# alu_flat

alu_flat/layer_met4.png
Scale: 2 px per µm. Supply wires on this layer in gray. Cells faint in the background.
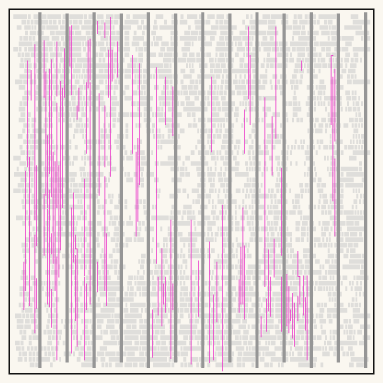

File: src/rtl/alu_pkg.sv
// Shared opcode map, width default and small types for the ALU slice.
package alu_pkg;

   localparam int WIDTH_DEF = 32;

   localparam logic [5:0] OP_AND = 6'b000000;
   localparam logic [5:0] OP_OR  = 6'b000001;
   localparam logic [5:0] OP_XOR = 6'b000010;
   localparam logic [5:0] OP_SLL = 6'b000110;
   localparam logic [5:0] OP_SRA = 6'b000100;
   localparam logic [5:0] OP_SRL = 6'b000101;
   localparam logic [5:0] OP_ADD = 6'b100000;
   localparam logic [5:0] OP_SUB = 6'b111000;
   localparam logic [5:0] OP_SEQ = 6'b110000;
   localparam logic [5:0] OP_SNE = 6'b110001;
   localparam logic [5:0] OP_SLT = 6'b110010;
   localparam logic [5:0] OP_SGT = 6'b110011;
   localparam logic [5:0] OP_SLE = 6'b110100;
   localparam logic [5:0] OP_SGE = 6'b110110;

   typedef enum logic [1:0] {SH_SLL, SH_SRL, SH_SRA} shift_mode_e;

   // Flags taken from the shared subtractor; every set-op is decoded from these.
   typedef struct packed {
      logic z;
      logic n;
      logic v;
   } cmp_flags_t;

endpackage

File: src/rtl/alu_if.sv
// Operand/opcode/result bundle between the ALU and whatever feeds it.
interface alu_if import alu_pkg::*; #(parameter int WIDTH = WIDTH_DEF);
   logic [WIDTH-1:0] in1;
   logic [WIDTH-1:0] in2;
   logic             sel0, sel1, sel2, sel3, sel4, sel5;
   logic [WIDTH-1:0] out;

   modport master (output in1, in2, sel0, sel1, sel2, sel3, sel4, sel5, input out);
   modport slave  (input in1, in2, sel0, sel1, sel2, sel3, sel4, sel5, output out);
endinterface

File: src/rtl/alu_shifter.sv
// Combinational barrel shifter: logical left, logical right, arithmetic right.
module alu_shifter import alu_pkg::*; #(
   parameter int WIDTH = WIDTH_DEF
) (
   input  logic [WIDTH-1:0] data,
   input  logic [4:0]       shamt,
   input  shift_mode_e      mode,
   output logic [WIDTH-1:0] res
);

   always_comb begin
      res = '0;
      case (mode)
         SH_SLL:  res = data << shamt;
         SH_SRL:  res = data >> shamt;
         SH_SRA:  res = WIDTH'($signed(data) >>> shamt);
         default: res = '0;
      endcase
   end

endmodule

File: src/rtl/alu.sv
// Single-cycle ALU: combinational result path into one output register.
module alu import alu_pkg::*; #(
   parameter int WIDTH = WIDTH_DEF
) (
   input  logic  clk,
   input  logic  rst,
   alu_if.slave  bus
);

   logic [5:0]       op;
   logic [WIDTH-1:0] sum, diff, sh_res, res, out_q;
   shift_mode_e      sh_mode;
   cmp_flags_t       fl;
   logic             lt;

   assign op = {bus.sel5, bus.sel4, bus.sel3, bus.sel2, bus.sel1, bus.sel0};

   assign sum  = bus.in1 + bus.in2;
   assign diff = bus.in1 - bus.in2;

   // Signed less-than is N xor V of in1-in2; equality is the zero flag.
   assign fl.z = (diff == '0);
   assign fl.n = diff[WIDTH-1];
   assign fl.v = (bus.in1[WIDTH-1] != bus.in2[WIDTH-1]) && (diff[WIDTH-1] != bus.in1[WIDTH-1]);
   assign lt   = fl.n ^ fl.v;

   always_comb begin
      sh_mode = SH_SRL;
      if (op == OP_SLL)      sh_mode = SH_SLL;
      else if (op == OP_SRA) sh_mode = SH_SRA;
   end

   alu_shifter #(.WIDTH(WIDTH)) u_shifter (
      .data  (bus.in1),
      .shamt (bus.in2[4:0]),
      .mode  (sh_mode),
      .res   (sh_res)
   );

   always_comb begin
      res = '0;
      case (op)
         OP_AND: res = bus.in1 & bus.in2;
         OP_OR:  res = bus.in1 | bus.in2;
         OP_XOR: res = bus.in1 ^ bus.in2;
         OP_SLL, OP_SRA, OP_SRL: res = sh_res;
         OP_ADD: res = sum;
         OP_SUB: res = diff;
         OP_SEQ: res = {{(WIDTH-1){1'b0}}, fl.z};
         OP_SNE: res = {{(WIDTH-1){1'b0}}, ~fl.z};
         OP_SLT: res = {{(WIDTH-1){1'b0}}, lt};
         OP_SGT: res = {{(WIDTH-1){1'b0}}, ~lt & ~fl.z};
         OP_SLE: res = {{(WIDTH-1){1'b0}}, lt | fl.z};
         OP_SGE: res = {{(WIDTH-1){1'b0}}, ~lt};
         default: res = '0;
      endcase
   end

   always_ff @(posedge clk or posedge rst) begin
      if (rst) out_q <= '0;
      else     out_q <= res;
   end

   assign bus.out = out_q;

endmodule

File: src/flat_wrapper.sv
// flat-port wrapper written by rule: the top's interface ports become plain ports
module alu_flat import alu_pkg::*;
#(
   parameter int WIDTH = WIDTH_DEF
)
  (clk, rst, bus_in1, bus_in2, bus_sel0, bus_sel1, bus_sel2, bus_sel3, bus_sel4, bus_sel5, bus_out);
  alu_if #(.WIDTH(WIDTH)) bus_i ();
  input  logic clk;
  input  logic rst;
  input wire logic [$bits(bus_i.in1)-1:0] bus_in1;
  input wire logic [$bits(bus_i.in2)-1:0] bus_in2;
  input wire logic [$bits(bus_i.sel0)-1:0] bus_sel0;
  input wire logic [$bits(bus_i.sel1)-1:0] bus_sel1;
  input wire logic [$bits(bus_i.sel2)-1:0] bus_sel2;
  input wire logic [$bits(bus_i.sel3)-1:0] bus_sel3;
  input wire logic [$bits(bus_i.sel4)-1:0] bus_sel4;
  input wire logic [$bits(bus_i.sel5)-1:0] bus_sel5;
  output wire logic [$bits(bus_i.out)-1:0] bus_out;
  assign bus_i.in1 = bus_in1;
  assign bus_i.in2 = bus_in2;
  assign bus_i.sel0 = bus_sel0;
  assign bus_i.sel1 = bus_sel1;
  assign bus_i.sel2 = bus_sel2;
  assign bus_i.sel3 = bus_sel3;
  assign bus_i.sel4 = bus_sel4;
  assign bus_i.sel5 = bus_sel5;
  assign bus_out = bus_i.out;
  alu #(.WIDTH(WIDTH)) u_core (.clk(clk), .rst(rst), .bus(bus_i));
endmodule
File: config.mk
export PLATFORM = sky130hd
export DESIGN_NAME = alu_flat
export DESIGN_NICKNAME = d
export VERILOG_FILES = /design/src/rtl/alu_pkg.sv /design/src/rtl/alu_if.sv /design/src/rtl/alu_shifter.sv /design/src/rtl/alu.sv /design/src/flat_wrapper.sv
export SDC_FILE = /design/constraint.sdc
export NUM_CORES = 1
export LEC_CHECK = 0
export ABC_AREA = 1
export CORE_UTILIZATION = 34
export DETAILED_ROUTE_END_ITERATION = 10
export PLACE_DENSITY_LB_ADDON = 0.12
export SLEW_MARGIN = 20
export SYNTH_ARGS = -nofsm -noshare
export SYNTH_HDL_FRONTEND = slang
export SYNTH_HIERARCHICAL = 1
export SYNTH_SLANG_ARGS = --single-unit
export TNS_END_PERCENT = 30
File: constraint.sdc
create_clock -name clk -period 0.85 [get_ports clk]
set_input_delay 0.085 -clock clk [delete_from_list [all_inputs] [get_ports clk]]
set_output_delay 0.085 -clock clk [all_outputs]
set_load 0.01 [all_outputs]
# mul_4bit_seq

### src/rtl/mul_4bit_seq_pkg.sv
// Shared definitions for the sequential shift-and-add multiplier:
// state encoding and counter sizing.
package mul_4bit_seq_pkg;

    localparam logic [1:0] S_IDLE = 2'd0;
    localparam logic [1:0] S_CALC = 2'd1;
    localparam logic [1:0] S_DONE = 2'd2;

    typedef enum logic [1:0] {
        StIdle = S_IDLE,
        StCalc = S_CALC,
        StDone = S_DONE
    } state_t;

    // Iteration counter width; a 1-bit floor keeps WIDTH=1 legal.
    function automatic int unsigned cnt_width(input int unsigned width);
        return (width > 1) ? $clog2(width) : 1;
    endfunction

endpackage

### src/rtl/adder_nbit.sv
// Purely combinational ripple-carry adder; at WIDTH=4 it matches the
// existing 4-bit adder bit for bit.
module adder_nbit #(
    parameter int unsigned WIDTH = 4
) (
    input  logic [WIDTH-1:0] A,
    input  logic [WIDTH-1:0] B,
    output logic [WIDTH-1:0] Sum,
    output logic             Cout
);

    logic c;

    always_comb begin
        c   = 1'b0;
        Sum = '0;
        for (int i = 0; i < WIDTH; i++) begin
            Sum[i] = A[i] ^ B[i] ^ c;
            c      = (A[i] & B[i]) | (c & (A[i] ^ B[i]));
        end
        Cout = c;
    end

endmodule

### src/rtl/mul_4bit_seq.sv
// Sequential unsigned shift-and-add multiplier with a start/busy/done
// handshake; one adder pass per clock over WIDTH iterations.
module mul_4bit_seq
    import mul_4bit_seq_pkg::*;
#(
    parameter int unsigned WIDTH = 4
) (
    input  logic               clk,
    input  logic               rst_n,
    input  logic               start,
    input  logic [WIDTH-1:0]   A,
    input  logic [WIDTH-1:0]   B,
    output logic               busy,
    output logic               done,
    output logic [2*WIDTH-1:0] P
);

    localparam int unsigned CntW = cnt_width(WIDTH);
    localparam logic [CntW-1:0] LastCnt = CntW'(WIDTH - 1);

    state_t           state_q;
    logic [WIDTH-1:0] m_q;
    logic [WIDTH-1:0] q_q;
    logic [WIDTH-1:0] acc_q;
    logic [CntW-1:0]  cnt_q;

    logic [WIDTH-1:0] addend;
    logic [WIDTH-1:0] sum;
    logic             cout;
    logic [WIDTH-1:0] acc_shift;
    logic [WIDTH-1:0] q_shift;

    assign addend = q_q[0] ? m_q : '0;

    adder_nbit #(
        .WIDTH (WIDTH)
    ) u_adder (
        .A    (acc_q),
        .B    (addend),
        .Sum  (sum),
        .Cout (cout)
    );

    // Carry-out re-enters as the accumulator MSB so no product bit is lost.
    assign acc_shift = {cout, sum[WIDTH-1:1]};
    assign q_shift   = {sum[0], q_q[WIDTH-1:1]};

    always_ff @(posedge clk or negedge rst_n) begin
        if (!rst_n) begin
            state_q <= StIdle;
            m_q     <= '0;
            q_q     <= '0;
            acc_q   <= '0;
            cnt_q   <= '0;
            P       <= '0;
            busy    <= 1'b0;
            done    <= 1'b0;
        end else begin
            unique case (state_q)
                StIdle: begin
                    if (start) begin
                        m_q     <= A;
                        q_q     <= B;
                        acc_q   <= '0;
                        cnt_q   <= '0;
                        busy    <= 1'b1;
                        state_q <= StCalc;
                    end
                end
                StCalc: begin
                    acc_q <= acc_shift;
                    q_q   <= q_shift;
                    cnt_q <= cnt_q + 1'b1;
                    if (cnt_q == LastCnt) begin
                        P       <= {acc_shift, q_shift};
                        busy    <= 1'b0;
                        done    <= 1'b1;
                        state_q <= StDone;
                    end
                end
                StDone: begin
                    done    <= 1'b0;
                    state_q <= StIdle;
                end
                default: begin
                    busy    <= 1'b0;
                    done    <= 1'b0;
                    state_q <= StIdle;
                end
            endcase
        end
    end

endmodule
### config.mk
export PLATFORM = sky130hd
export DESIGN_NAME = mul_4bit_seq
export DESIGN_NICKNAME = d
export VERILOG_FILES = /design/src/rtl/mul_4bit_seq_pkg.sv /design/src/rtl/adder_nbit.sv /design/src/rtl/mul_4bit_seq.sv
export SDC_FILE = /design/constraint.sdc
export NUM_CORES = 1
export LEC_CHECK = 0
export ABC_AREA = 1
export CAP_MARGIN = 20
export CORE_UTILIZATION = 46
export CTS_CLUSTER_DIAMETER = 200
export DETAILED_ROUTE_END_ITERATION = 6
export PLACE_DENSITY_LB_ADDON = 0.25
export SLEW_MARGIN = 10
export SYNTH_ARGS = -nofsm -noshare
export SYNTH_HDL_FRONTEND = slang
export SYNTH_SLANG_ARGS = --single-unit
### constraint.sdc
create_clock -name clk -period 1.9 [get_ports clk]
set_input_delay 0.57 -clock clk [delete_from_list [all_inputs] [get_ports clk]]
set_output_delay 0.57 -clock clk [all_outputs]
set_load 0.01 [all_outputs]

==> screenshots <==
The metal 3 layer.
image #1
Scale: 10 px per µm. Cells faint in the background.
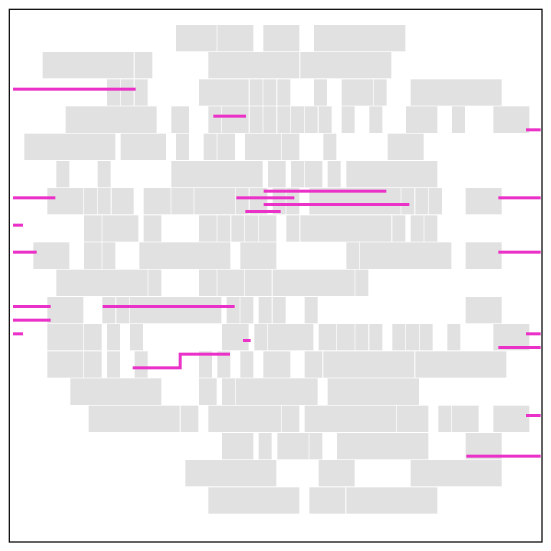
image #2
Scale: 2 px per µm. Cells faint in the background.
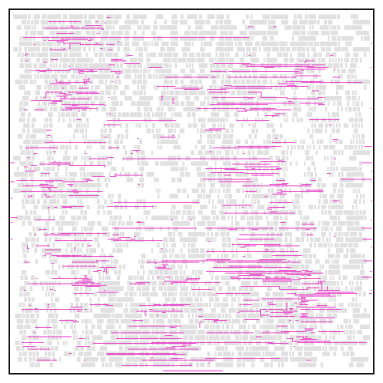
Of these, largest die: image #2
| from | picture |
|---|---|
| mul_4bit_seq | image #1 |
| alu_flat | image #2 |

mul_4bit_seq/io_placement.png
Scale: 8 px per µm. Pins as bars across the die edge, other pins in gray.
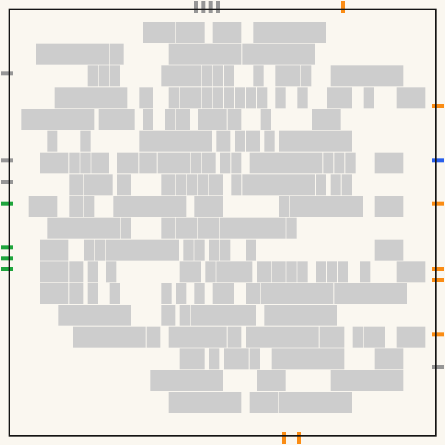
legend:
  blue:
    port: done
    pins: 1
    direction: output
    edge: east
  orange:
    port: P
    pins: 8
    direction: output
    edge: 5 east, 2 south, 1 north
  green:
    port: A
    pins: 4
    direction: input
    edge: west
die outline width: 53.1 µm
floorplan die height: 53.1 µm
IO Port Bufs: 20

==> notes.md, mul_4bit_seq <==
Latest figures from synthesis and place and route.

The logic depth of the worst register-to-register path is 10. The analysis attributes to net switching a power of 897 µW. From the final report, the count of setup violators was given as 2. The flow reported a cell area power density of 1520 nW/µm². The least setup slack across all paths after layout is -0.0520 ns.

The ratio of cells with drive above 1 in the final layout is 0.139. The final-layout clock buffer total is 4. Counting every sink on the clock net gives 26. The reg-to-reg setup timing slack is -0.05 ns. The count of placed standard cells including taps is 183. The checks that failed: setup timing.

The capture point of the worst register-to-register path is recorded as acc_q[2]$_DFFE_PN0P_. The sink of the worst hold path is m_q[3]$_DFFE_PN0P_. The timing endpoint of the critical path is acc_q[2]$_DFFE_PN0P_. The count of maximum capacitance violations is 0.

The maximum count of clock buffers along a single path is 2. The cell-mix breakdown from Yosys lists the XOR/XNOR area share as 0. The maximum frequency from static timing analysis is 512 MHz. The detailed router used layers up to and including met4.

The detailed router finished its first iteration with 18 violations. The number of iterations in the first detailed-routing pass is 5. Entering global routing, the biggest net connects 27 pins. The power attributed to the clock group is 279 µW. The flow ran to the end, but the final reports show violations. After detailed routing, the wire length on met1 is 997 µm. The first global-routing pass estimated 3680 µm of wire. Yosys mapped the design onto 17 distinct sky130hd cell types.

The number of levels the H-tree was split into is 1. After layout, the buffer instance count without clock buffers stands at 24.
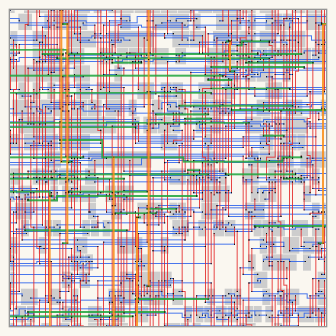
alu_flat/detail.png
Region (111, 111) to (161, 161) µm. Cells in gray, sequential cells in the stronger gray; small squares are vias.
legend:
  orange:
    layer: metal 4
  red:
    layer: metal 2
  green:
    layer: metal 3
  blue:
    layer: metal 1
sequential cells in the window: 0
cells with their middle in the window: 218
most frequent: buf_4 (46), nand2_1 (40), inv_1 (25)

## Picture notes: alu_flat/layer_met4.png
wire length on this layer: 4,050 µm
share of all routed wire: 6.0%
via total after detailed routing: 17,200
final wirelength: 67,200 µm

==> notes.md, alu_flat <==
Latest figures from synthesis and place and route.

The buffer_ports step reported a buffer count of 103. The number of antenna diodes in the final layout is 0. The post-synthesis area per instance is 5.40 µm². The least setup slack across all paths after layout is -2.11 ns. The multi-input combinational gate total is 1,594. The setup violation total in the final timing report is 64. Per report_power, the Combinational row totals 13,000 µW. The top routing layer in use is met4. The flow ran to the end, but the final reports show violations.

The data arrival time of the critical path is 3.22 ns. In the final layout, the share of cells above drive strength 1 is 0.503. The OpenROAD warning count is 92. By area the synthesized netlist is led by nand2_1, nand3_1, ha_1. The count of placed standard cells including taps is 2,967. The sequential share of cell area is 0.0395. The maximum count of clock buffers along a single path is 2. The power drawn by the sequential cells is 1610 µW. In the final layout, the fill cell count is 2,953.

The sequential element share of the synthesized area is 0.0731. Of the total synthesized cell area, the portion taken by XOR and XNOR cells is 0.00537. The overall routing resource usage is 0.394.

The first-pass GRT wire length is 97,800 µm. The critical path endpoint has a required time of 1.10 ns. Per the power-grid run, VDD falls by no more than 0.739 mV.

Before CTS, the worst setup slack after placement is -3.22 ns. The final reports fail on setup timing. The detail route stage leaves a number of antenna-violating nets equal to 0.

# spi_serdes

$ cat config.mk
export PLATFORM = sky130hd
export DESIGN_NAME = spi_serdes
export DESIGN_NICKNAME = d
export VERILOG_FILES = /design/src/rtl/spi_serdes.sv
export SDC_FILE = /design/constraint.sdc
export NUM_CORES = 1
export LEC_CHECK = 0
export CORE_MARGIN = 3
export CORE_UTILIZATION = 52
export CTS_BUF_LIST = sky130_fd_sc_hd__clkbuf_4 sky130_fd_sc_hd__clkbuf_8 sky130_fd_sc_hd__clkbuf_16
export CTS_CLUSTER_SIZE = 16
export DETAILED_ROUTE_END_ITERATION = 8
export PLACE_DENSITY_LB_ADDON = 0.3
export REMOVE_ABC_BUFFERS = 1
export SYNTH_ARGS = -nofsm -noshare
export SYNTH_HDL_FRONTEND = slang
export SYNTH_SLANG_ARGS = --single-unit
$ cat constraint.sdc
create_clock -name clk -period 2.6 [get_ports clk]
set_input_delay 0.39 -clock clk [delete_from_list [all_inputs] [get_ports clk]]
set_output_delay 0.39 -clock clk [all_outputs]
set_load 0.1 [all_outputs]
$ cat src/rtl/spi_serdes.sv
// SPI mode-0 slave serializer/deserializer, oversampled in the clk domain.
// Fixed-size packets in and out, MSB first, with partial-frame abort counting.
module spi_serdes #(
  parameter int PACKET_SIZE     = 40,
  parameter int SYNC_STAGES     = 2,
  parameter int ABORT_CNT_WIDTH = 8
) (
  input  logic                       clk,
  input  logic                       reset,
  input  logic                       sck,
  input  logic                       mosi,
  input  logic                       cs_n,
  output logic                       miso,
  output logic                       miso_oe,
  output logic [PACKET_SIZE-1:0]     inputReg,
  output logic                       dataReady,
  input  logic [PACKET_SIZE-1:0]     toOutput,
  input  logic                       loadOutput,
  output logic [ABORT_CNT_WIDTH-1:0] abort_count
);

  localparam int CW = $clog2(PACKET_SIZE);

  logic [SYNC_STAGES-1:0]     r_sck_sync;
  logic [SYNC_STAGES-1:0]     r_mosi_sync;
  logic [SYNC_STAGES-1:0]     r_cs_sync;
  logic                       r_sck_q;
  logic                       r_cs_q;
  logic [CW-1:0]              r_bit_cnt;
  logic [PACKET_SIZE-1:0]     r_rx_shift;
  logic [PACKET_SIZE-1:0]     r_input_reg;
  logic                       r_data_ready;
  logic [ABORT_CNT_WIDTH-1:0] r_abort_cnt;
  logic [PACKET_SIZE-1:0]     r_tx_shift;
  logic                       r_miso_oe;

  logic                       w_sck_s;
  logic                       w_mosi_s;
  logic                       w_cs_s;
  logic                       w_sck_rise;
  logic                       w_sck_fall;
  logic                       w_cs_rise;
  logic                       w_cs_fall;
  logic                       w_active;
  logic                       w_last;
  logic [PACKET_SIZE-1:0]     w_rx_next;

  assign w_sck_s    = r_sck_sync[SYNC_STAGES-1];
  assign w_mosi_s   = r_mosi_sync[SYNC_STAGES-1];
  assign w_cs_s     = r_cs_sync[SYNC_STAGES-1];
  assign w_sck_rise = w_sck_s & ~r_sck_q;
  assign w_sck_fall = ~w_sck_s & r_sck_q;
  assign w_cs_rise  = w_cs_s & ~r_cs_q;
  assign w_cs_fall  = ~w_cs_s & r_cs_q;
  assign w_active   = ~w_cs_s;
  assign w_last     = (r_bit_cnt == CW'(PACKET_SIZE-1));
  assign w_rx_next  = {r_rx_shift[PACKET_SIZE-2:0], w_mosi_s};

  assign miso        = r_tx_shift[PACKET_SIZE-1];
  assign miso_oe     = r_miso_oe;
  assign inputReg    = r_input_reg;
  assign dataReady   = r_data_ready;
  assign abort_count = r_abort_cnt;

  // Pin synchronizers plus one extra sck/cs stage for edge detection
  always_ff @(posedge clk) begin
    if (reset) begin
      r_sck_sync  <= '0;
      r_mosi_sync <= '0;
      r_cs_sync   <= '1;
      r_sck_q     <= 1'b0;
      r_cs_q      <= 1'b1;
    end else begin
      r_sck_sync  <= {r_sck_sync[SYNC_STAGES-2:0], sck};
      r_mosi_sync <= {r_mosi_sync[SYNC_STAGES-2:0], mosi};
      r_cs_sync   <= {r_cs_sync[SYNC_STAGES-2:0], cs_n};
      r_sck_q     <= w_sck_s;
      r_cs_q      <= w_cs_s;
    end
  end

  // Receive path: bit counting, packet capture and abort accounting
  always_ff @(posedge clk) begin
    if (reset) begin
      r_bit_cnt    <= '0;
      r_rx_shift   <= '0;
      r_input_reg  <= '0;
      r_data_ready <= 1'b0;
      r_abort_cnt  <= '0;
    end else begin
      r_data_ready <= 1'b0;
      if (w_cs_fall) begin
        r_bit_cnt  <= '0;
        r_rx_shift <= '0;
      end else if (w_cs_rise) begin
        r_bit_cnt <= '0;
        if (r_bit_cnt != '0 && r_abort_cnt != '1)
          r_abort_cnt <= r_abort_cnt + ABORT_CNT_WIDTH'(1);
      end else if (w_active && w_sck_rise) begin
        r_rx_shift <= w_rx_next;
        if (w_last) begin
          r_bit_cnt    <= '0;
          r_input_reg  <= w_rx_next;
          r_data_ready <= 1'b1;
        end else begin
          r_bit_cnt <= r_bit_cnt + CW'(1);
        end
      end
    end
  end

  // Transmit shifter; a load wins over reset so the first word is ready
  always_ff @(posedge clk) begin
    if (loadOutput)
      r_tx_shift <= toOutput;
    else if (reset)
      r_tx_shift <= '0;
    else if (w_active && w_sck_fall && r_bit_cnt != '0)
      r_tx_shift <= {r_tx_shift[PACKET_SIZE-2:0], 1'b0};
  end

  // MISO driver enable follows the synchronized chip select
  always_ff @(posedge clk) begin
    if (reset)
      r_miso_oe <= 1'b0;
    else
      r_miso_oe <= ~w_cs_s;
  end

endmodule

# alu_uart_interface

### config.mk
export PLATFORM = sky130hd
export DESIGN_NAME = alu_uart_interface
export DESIGN_NICKNAME = d
export VERILOG_FILES = /design/src/rtl/alu_uart_interface.sv
export SDC_FILE = /design/constraint.sdc
export NUM_CORES = 1
export LEC_CHECK = 0
export CORE_MARGIN = 10
export CORE_UTILIZATION = 48
export CTS_BUF_LIST = sky130_fd_sc_hd__clkbuf_2 sky130_fd_sc_hd__clkbuf_4 sky130_fd_sc_hd__clkbuf_8
export DETAILED_ROUTE_END_ITERATION = 10
export PLACE_DENSITY_LB_ADDON = 0.3
export SLEW_MARGIN = 10
export SYNTH_ARGS = -nofsm -noshare
export SYNTH_HDL_FRONTEND = slang
export SYNTH_SLANG_ARGS = --single-unit
### constraint.sdc
create_clock -name clk -period 2.9 [get_ports clk]
set_input_delay 0.58 -clock clk [delete_from_list [all_inputs] [get_ports clk]]
set_output_delay 0.58 -clock clk [all_outputs]
set_load 0.02 [all_outputs]
### src/rtl/alu_uart_interface.sv
// -----------------------------------------------------------------------------
// alu_uart_interface
//   Command sequencer between the UART byte handshakes and a combinational ALU.
//   It collects three rx bytes in order: operand A, operand B, then the opcode.
//   The operands and opcode are held stable on the ALU inputs.
//   After one settle cycle the ALU result is registered and sent as one tx byte.
//
// Optional feature macro: ALU_OPCODE_CHECK_EN
//   When defined, an opcode outside the supported set is rejected. A rejected
//   opcode pulses op_err, and the FSM waits in ST_OP for a resend.
//   When undefined, any opcode is accepted and op_err is tied to 0.
//
// Ports
//   clk        in   system clock, rising edge
//   reset      in   asynchronous active-high reset
//   rx_data    in   received byte
//   rx_valid   in   one-cycle strobe, rx_data valid
//   alu_result in   combinational ALU output
//   tx_busy    in   transmitter busy, no start issued while high
//   tx_done    in   one-cycle strobe, byte fully transmitted
//   dato_a     out  operand A to the ALU
//   dato_b     out  operand B to the ALU
//   opcode     out  opcode to the ALU
//   tx_data    out  result byte to the transmitter
//   tx_start   out  one-cycle pulse, start transmitting tx_data
//   busy       out  high while executing, sending or waiting for tx_done
//   rx_drop    out  one-cycle pulse, an rx byte was discarded
//   op_err     out  one-cycle pulse, opcode rejected
// -----------------------------------------------------------------------------
module alu_uart_interface #(
  parameter int unsigned NB_DATA   = 8,
  parameter int unsigned NB_OPCODE = 6
) (
  input  logic                 clk,
  input  logic                 reset,
  input  logic [NB_DATA-1:0]   rx_data,
  input  logic                 rx_valid,
  input  logic [NB_DATA-1:0]   alu_result,
  input  logic                 tx_busy,
  input  logic                 tx_done,
  output logic [NB_DATA-1:0]   dato_a,
  output logic [NB_DATA-1:0]   dato_b,
  output logic [NB_OPCODE-1:0] opcode,
  output logic [NB_DATA-1:0]   tx_data,
  output logic                 tx_start,
  output logic                 busy,
  output logic                 rx_drop,
  output logic                 op_err
);

  typedef enum logic [2:0] {
    ST_A    = 3'd0,
    ST_B    = 3'd1,
    ST_OP   = 3'd2,
    ST_EXEC = 3'd3,
    ST_SEND = 3'd4,
    ST_WAIT = 3'd5
  } state_t;

  state_t                 state;
  logic [NB_OPCODE-1:0]   rx_op_c;
  logic                   opcode_ok_c;

  // Opcode field of the incoming byte; the upper bits are ignored
  assign rx_op_c = rx_data[NB_OPCODE-1:0];

`ifdef ALU_OPCODE_CHECK_EN
  // Opcodes the attached ALU implements
  always_comb begin
    opcode_ok_c = (rx_op_c == NB_OPCODE'(8'h20)) ||
                  (rx_op_c == NB_OPCODE'(8'h22)) ||
                  (rx_op_c == NB_OPCODE'(8'h24)) ||
                  (rx_op_c == NB_OPCODE'(8'h25)) ||
                  (rx_op_c == NB_OPCODE'(8'h26)) ||
                  (rx_op_c == NB_OPCODE'(8'h03)) ||
                  (rx_op_c == NB_OPCODE'(8'h02)) ||
                  (rx_op_c == NB_OPCODE'(8'h27));
  end
`else
  assign opcode_ok_c = 1'b1;
  assign op_err      = 1'b0;
`endif

  // Command sequencer; every output is registered here
  always_ff @(posedge clk or posedge reset) begin
    if (reset) begin
      state    <= ST_A;
      dato_a   <= '0;
      dato_b   <= '0;
      opcode   <= '0;
      tx_data  <= '0;
      tx_start <= 1'b0;
      busy     <= 1'b0;
      rx_drop  <= 1'b0;
`ifdef ALU_OPCODE_CHECK_EN
      op_err   <= 1'b0;
`endif
    end else begin
      tx_start <= 1'b0;
      rx_drop  <= 1'b0;
`ifdef ALU_OPCODE_CHECK_EN
      op_err   <= 1'b0;
`endif
      case (state)
        ST_A: begin
          if (rx_valid) begin
            dato_a <= rx_data;
            state  <= ST_B;
          end
        end
        ST_B: begin
          if (rx_valid) begin
            dato_b <= rx_data;
            state  <= ST_OP;
          end
        end
        ST_OP: begin
          if (rx_valid) begin
            if (opcode_ok_c) begin
              opcode <= rx_op_c;
              busy   <= 1'b1;
              state  <= ST_EXEC;
            end
`ifdef ALU_OPCODE_CHECK_EN
            else begin
              op_err <= 1'b1;
            end
`endif
          end
        end
        // One full cycle of ALU settle time on the registered inputs
        ST_EXEC: begin
          rx_drop <= rx_valid;
          tx_data <= alu_result;
          state   <= ST_SEND;
        end
        ST_SEND: begin
          rx_drop <= rx_valid;
          if (!tx_busy) begin
            tx_start <= 1'b1;
            state    <= ST_WAIT;
          end
        end
        // A byte arriving together with tx_done is still dropped
        ST_WAIT: begin
          rx_drop <= rx_valid;
          if (tx_done) begin
            busy  <= 1'b0;
            state <= ST_A;
          end
        end
        default: begin
          busy  <= 1'b0;
          state <= ST_A;
        end
      endcase
    end
  end

endmodule


==> gallery <==
Placed cells, one color a class.
picture 1
Scale: 6 px per µm.
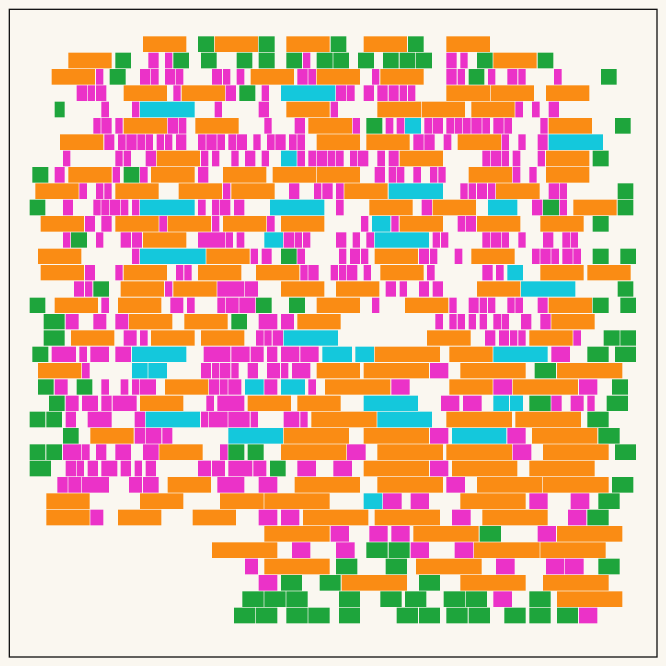
picture 2
Scale: 8 px per µm.
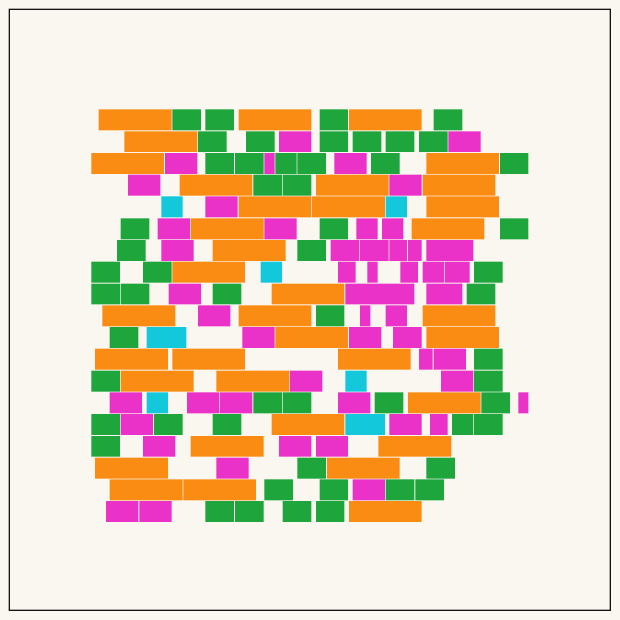
picture 2 -> alu_uart_interface
picture 1 -> spi_serdes

spi_serdes/layer_met3.png
Scale: 4 px per µm. Cells faint in the background.
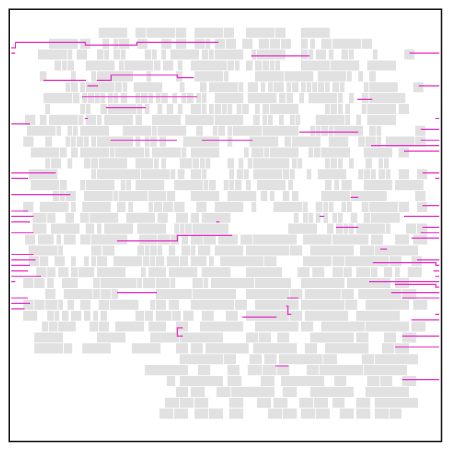
main direction: horizontal
longest straight run: 28.5 µm
GR Layer Usage met3: 0.0618
via total after detailed routing: 4,116
final wirelength: 11,100 µm

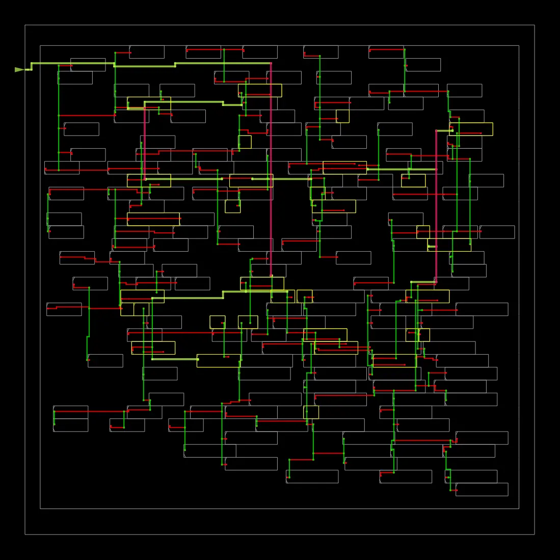
spi_serdes/clocks.png
Inserted Clock Buffers: 17
number of clock-tree buffers in the layout: 19
clock net sink count: 143
largest clock skew in the final design: 0.0216 ns

==> notes.md, spi_serdes <==
Latest figures from synthesis and place and route.

Buffers added to address setup during post-CTS repair amount to 0. Of the total synthesized cell area, the portion taken by XOR and XNOR cells is 0.00814. Per the final report, the share of cell area in clock cells is 0.0831. The run finished with clean final reports.

Per the power-grid run, VDD falls by no more than 0.471 mV. The cell type contributing the most total cell area after synthesis is dfxtp_1. The number of core rows is 36. The yosys warning tally is 0. The data required time at the worst endpoint is 3.00 ns. The timing report shows that the slowest cell on the worst path is dfxtp_1.

CTS placed an instance of clkbuf_8 at the clock tree root. Leaving out fill and tap cells, the most frequent cells in the layout are nand2_1, dfxtp_1, a21oi_1, buf_4, clkdlybuf4s50_1. STA classifies the critical path startpoint as a flop. The sink of the worst hold path is abort_count[2]$_SDFFE_PP0P_. The placement summary gives the final routability congestion estimate as 0.740.
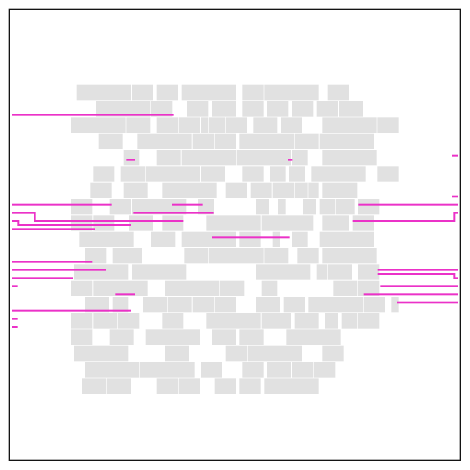
alu_uart_interface/layer_met3.png
Scale: 6 px per µm. Cells faint in the background.
wire length on this layer: 303 µm
main direction: horizontal
nets with wire on the layer: 22
share of all routed wire: 9.0%
longest straight run: 26.7 µm
via total after detailed routing: 952
final wirelength: 3350 µm
GR Layer Usage met3: 0.0604

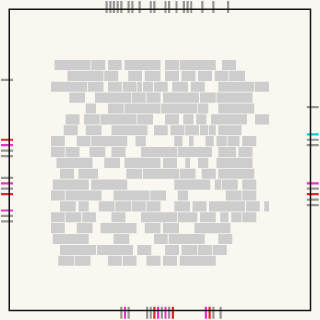
alu_uart_interface/io_placement.png
Scale: 4 px per µm. Pins as bars across the die edge, other pins in gray.
legend:
  magenta:
    port: dato_a
    pins: 8
    direction: output
    edge: 4 south, 3 west, 1 east
  cyan:
    port: tx_start
    pins: 1
    direction: output
    edge: east
  red:
    port: opcode
    pins: 6
    direction: output
    edge: 3 south, 2 west, 1 east
all pins by edge: 19 north, 15 south, 12 west, 9 east
die outline width: 74.9 µm
IO Port Bufs: 53
floorplan die height: 74.9 µm

==> notes.md, alu_uart_interface <==
Latest figures from synthesis and place and route.

Per Yosys stat, the portion of area used by sequential elements is 0.622. The design has 36 sequential cells. The area taken by multi-input combinational cells is reported as 502 µm². The I/O pin total is 55.

Per the layout report, the design carries 2 non-clock inverters. The worst-case max-slew headroom was logged as 0.629. Looking at the post-CTS report, the setup buffer insertion count equals 0.

The area added between synthesis and finish is 42.1%. The sum of internal, switching and leakage power is 2470 µW. The registers reported with the highest flop counts are dato_a (8), dato_b (8), tx_data (8).

The tally of nets with antenna violations remaining after routing is 0. The flow ran to the end, and the final reports show no timing, DRC or antenna violations. The yosys warning tally is 0. For this run, the share of the core covered by cells in the final layout is 0.728.

Per the synthesis report, the simple-gate share of the synthesized area is 0.0734. Summed over all routing layers, the global router reports a total usage of 0.128. The most critical setup path has its endpoint at dato_a[1]. After synthesis, the design contains 93 cells according to Yosys. The power drawn by the sequential cells is 925 µW. A synthesized cell averages 15.6 µm². The endpoint of the worst-slack reg-to-reg timing path is dato_a[7]$_DFFE_PP0P_.

The clock-cell share of area is 0.0316. Max-slew check failures listed in the final report amount to 0. The total of hold buffers inserted after clock tree synthesis is 0. The clock share of power is 0.119.


==> screenshots <==
The clock network.
panel A
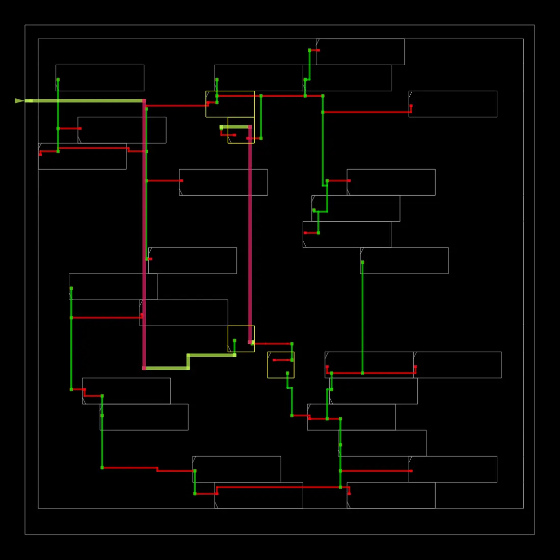
panel B
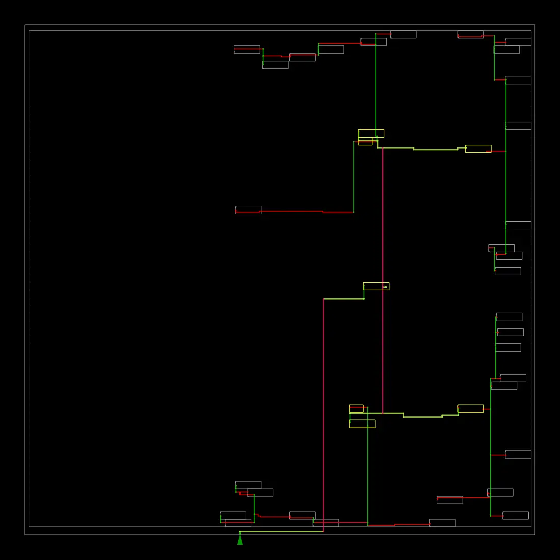
panel C
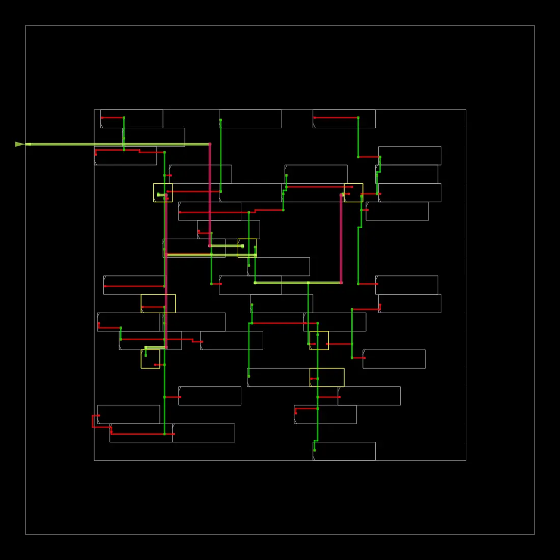
Of these, fewest sequential cells: panel A
Of these, fewest clock buffers: panel A
alu_flat: panel B
mul_4bit_seq: panel A
alu_uart_interface: panel C

Power is estimated from default activity; no workload was simulated.
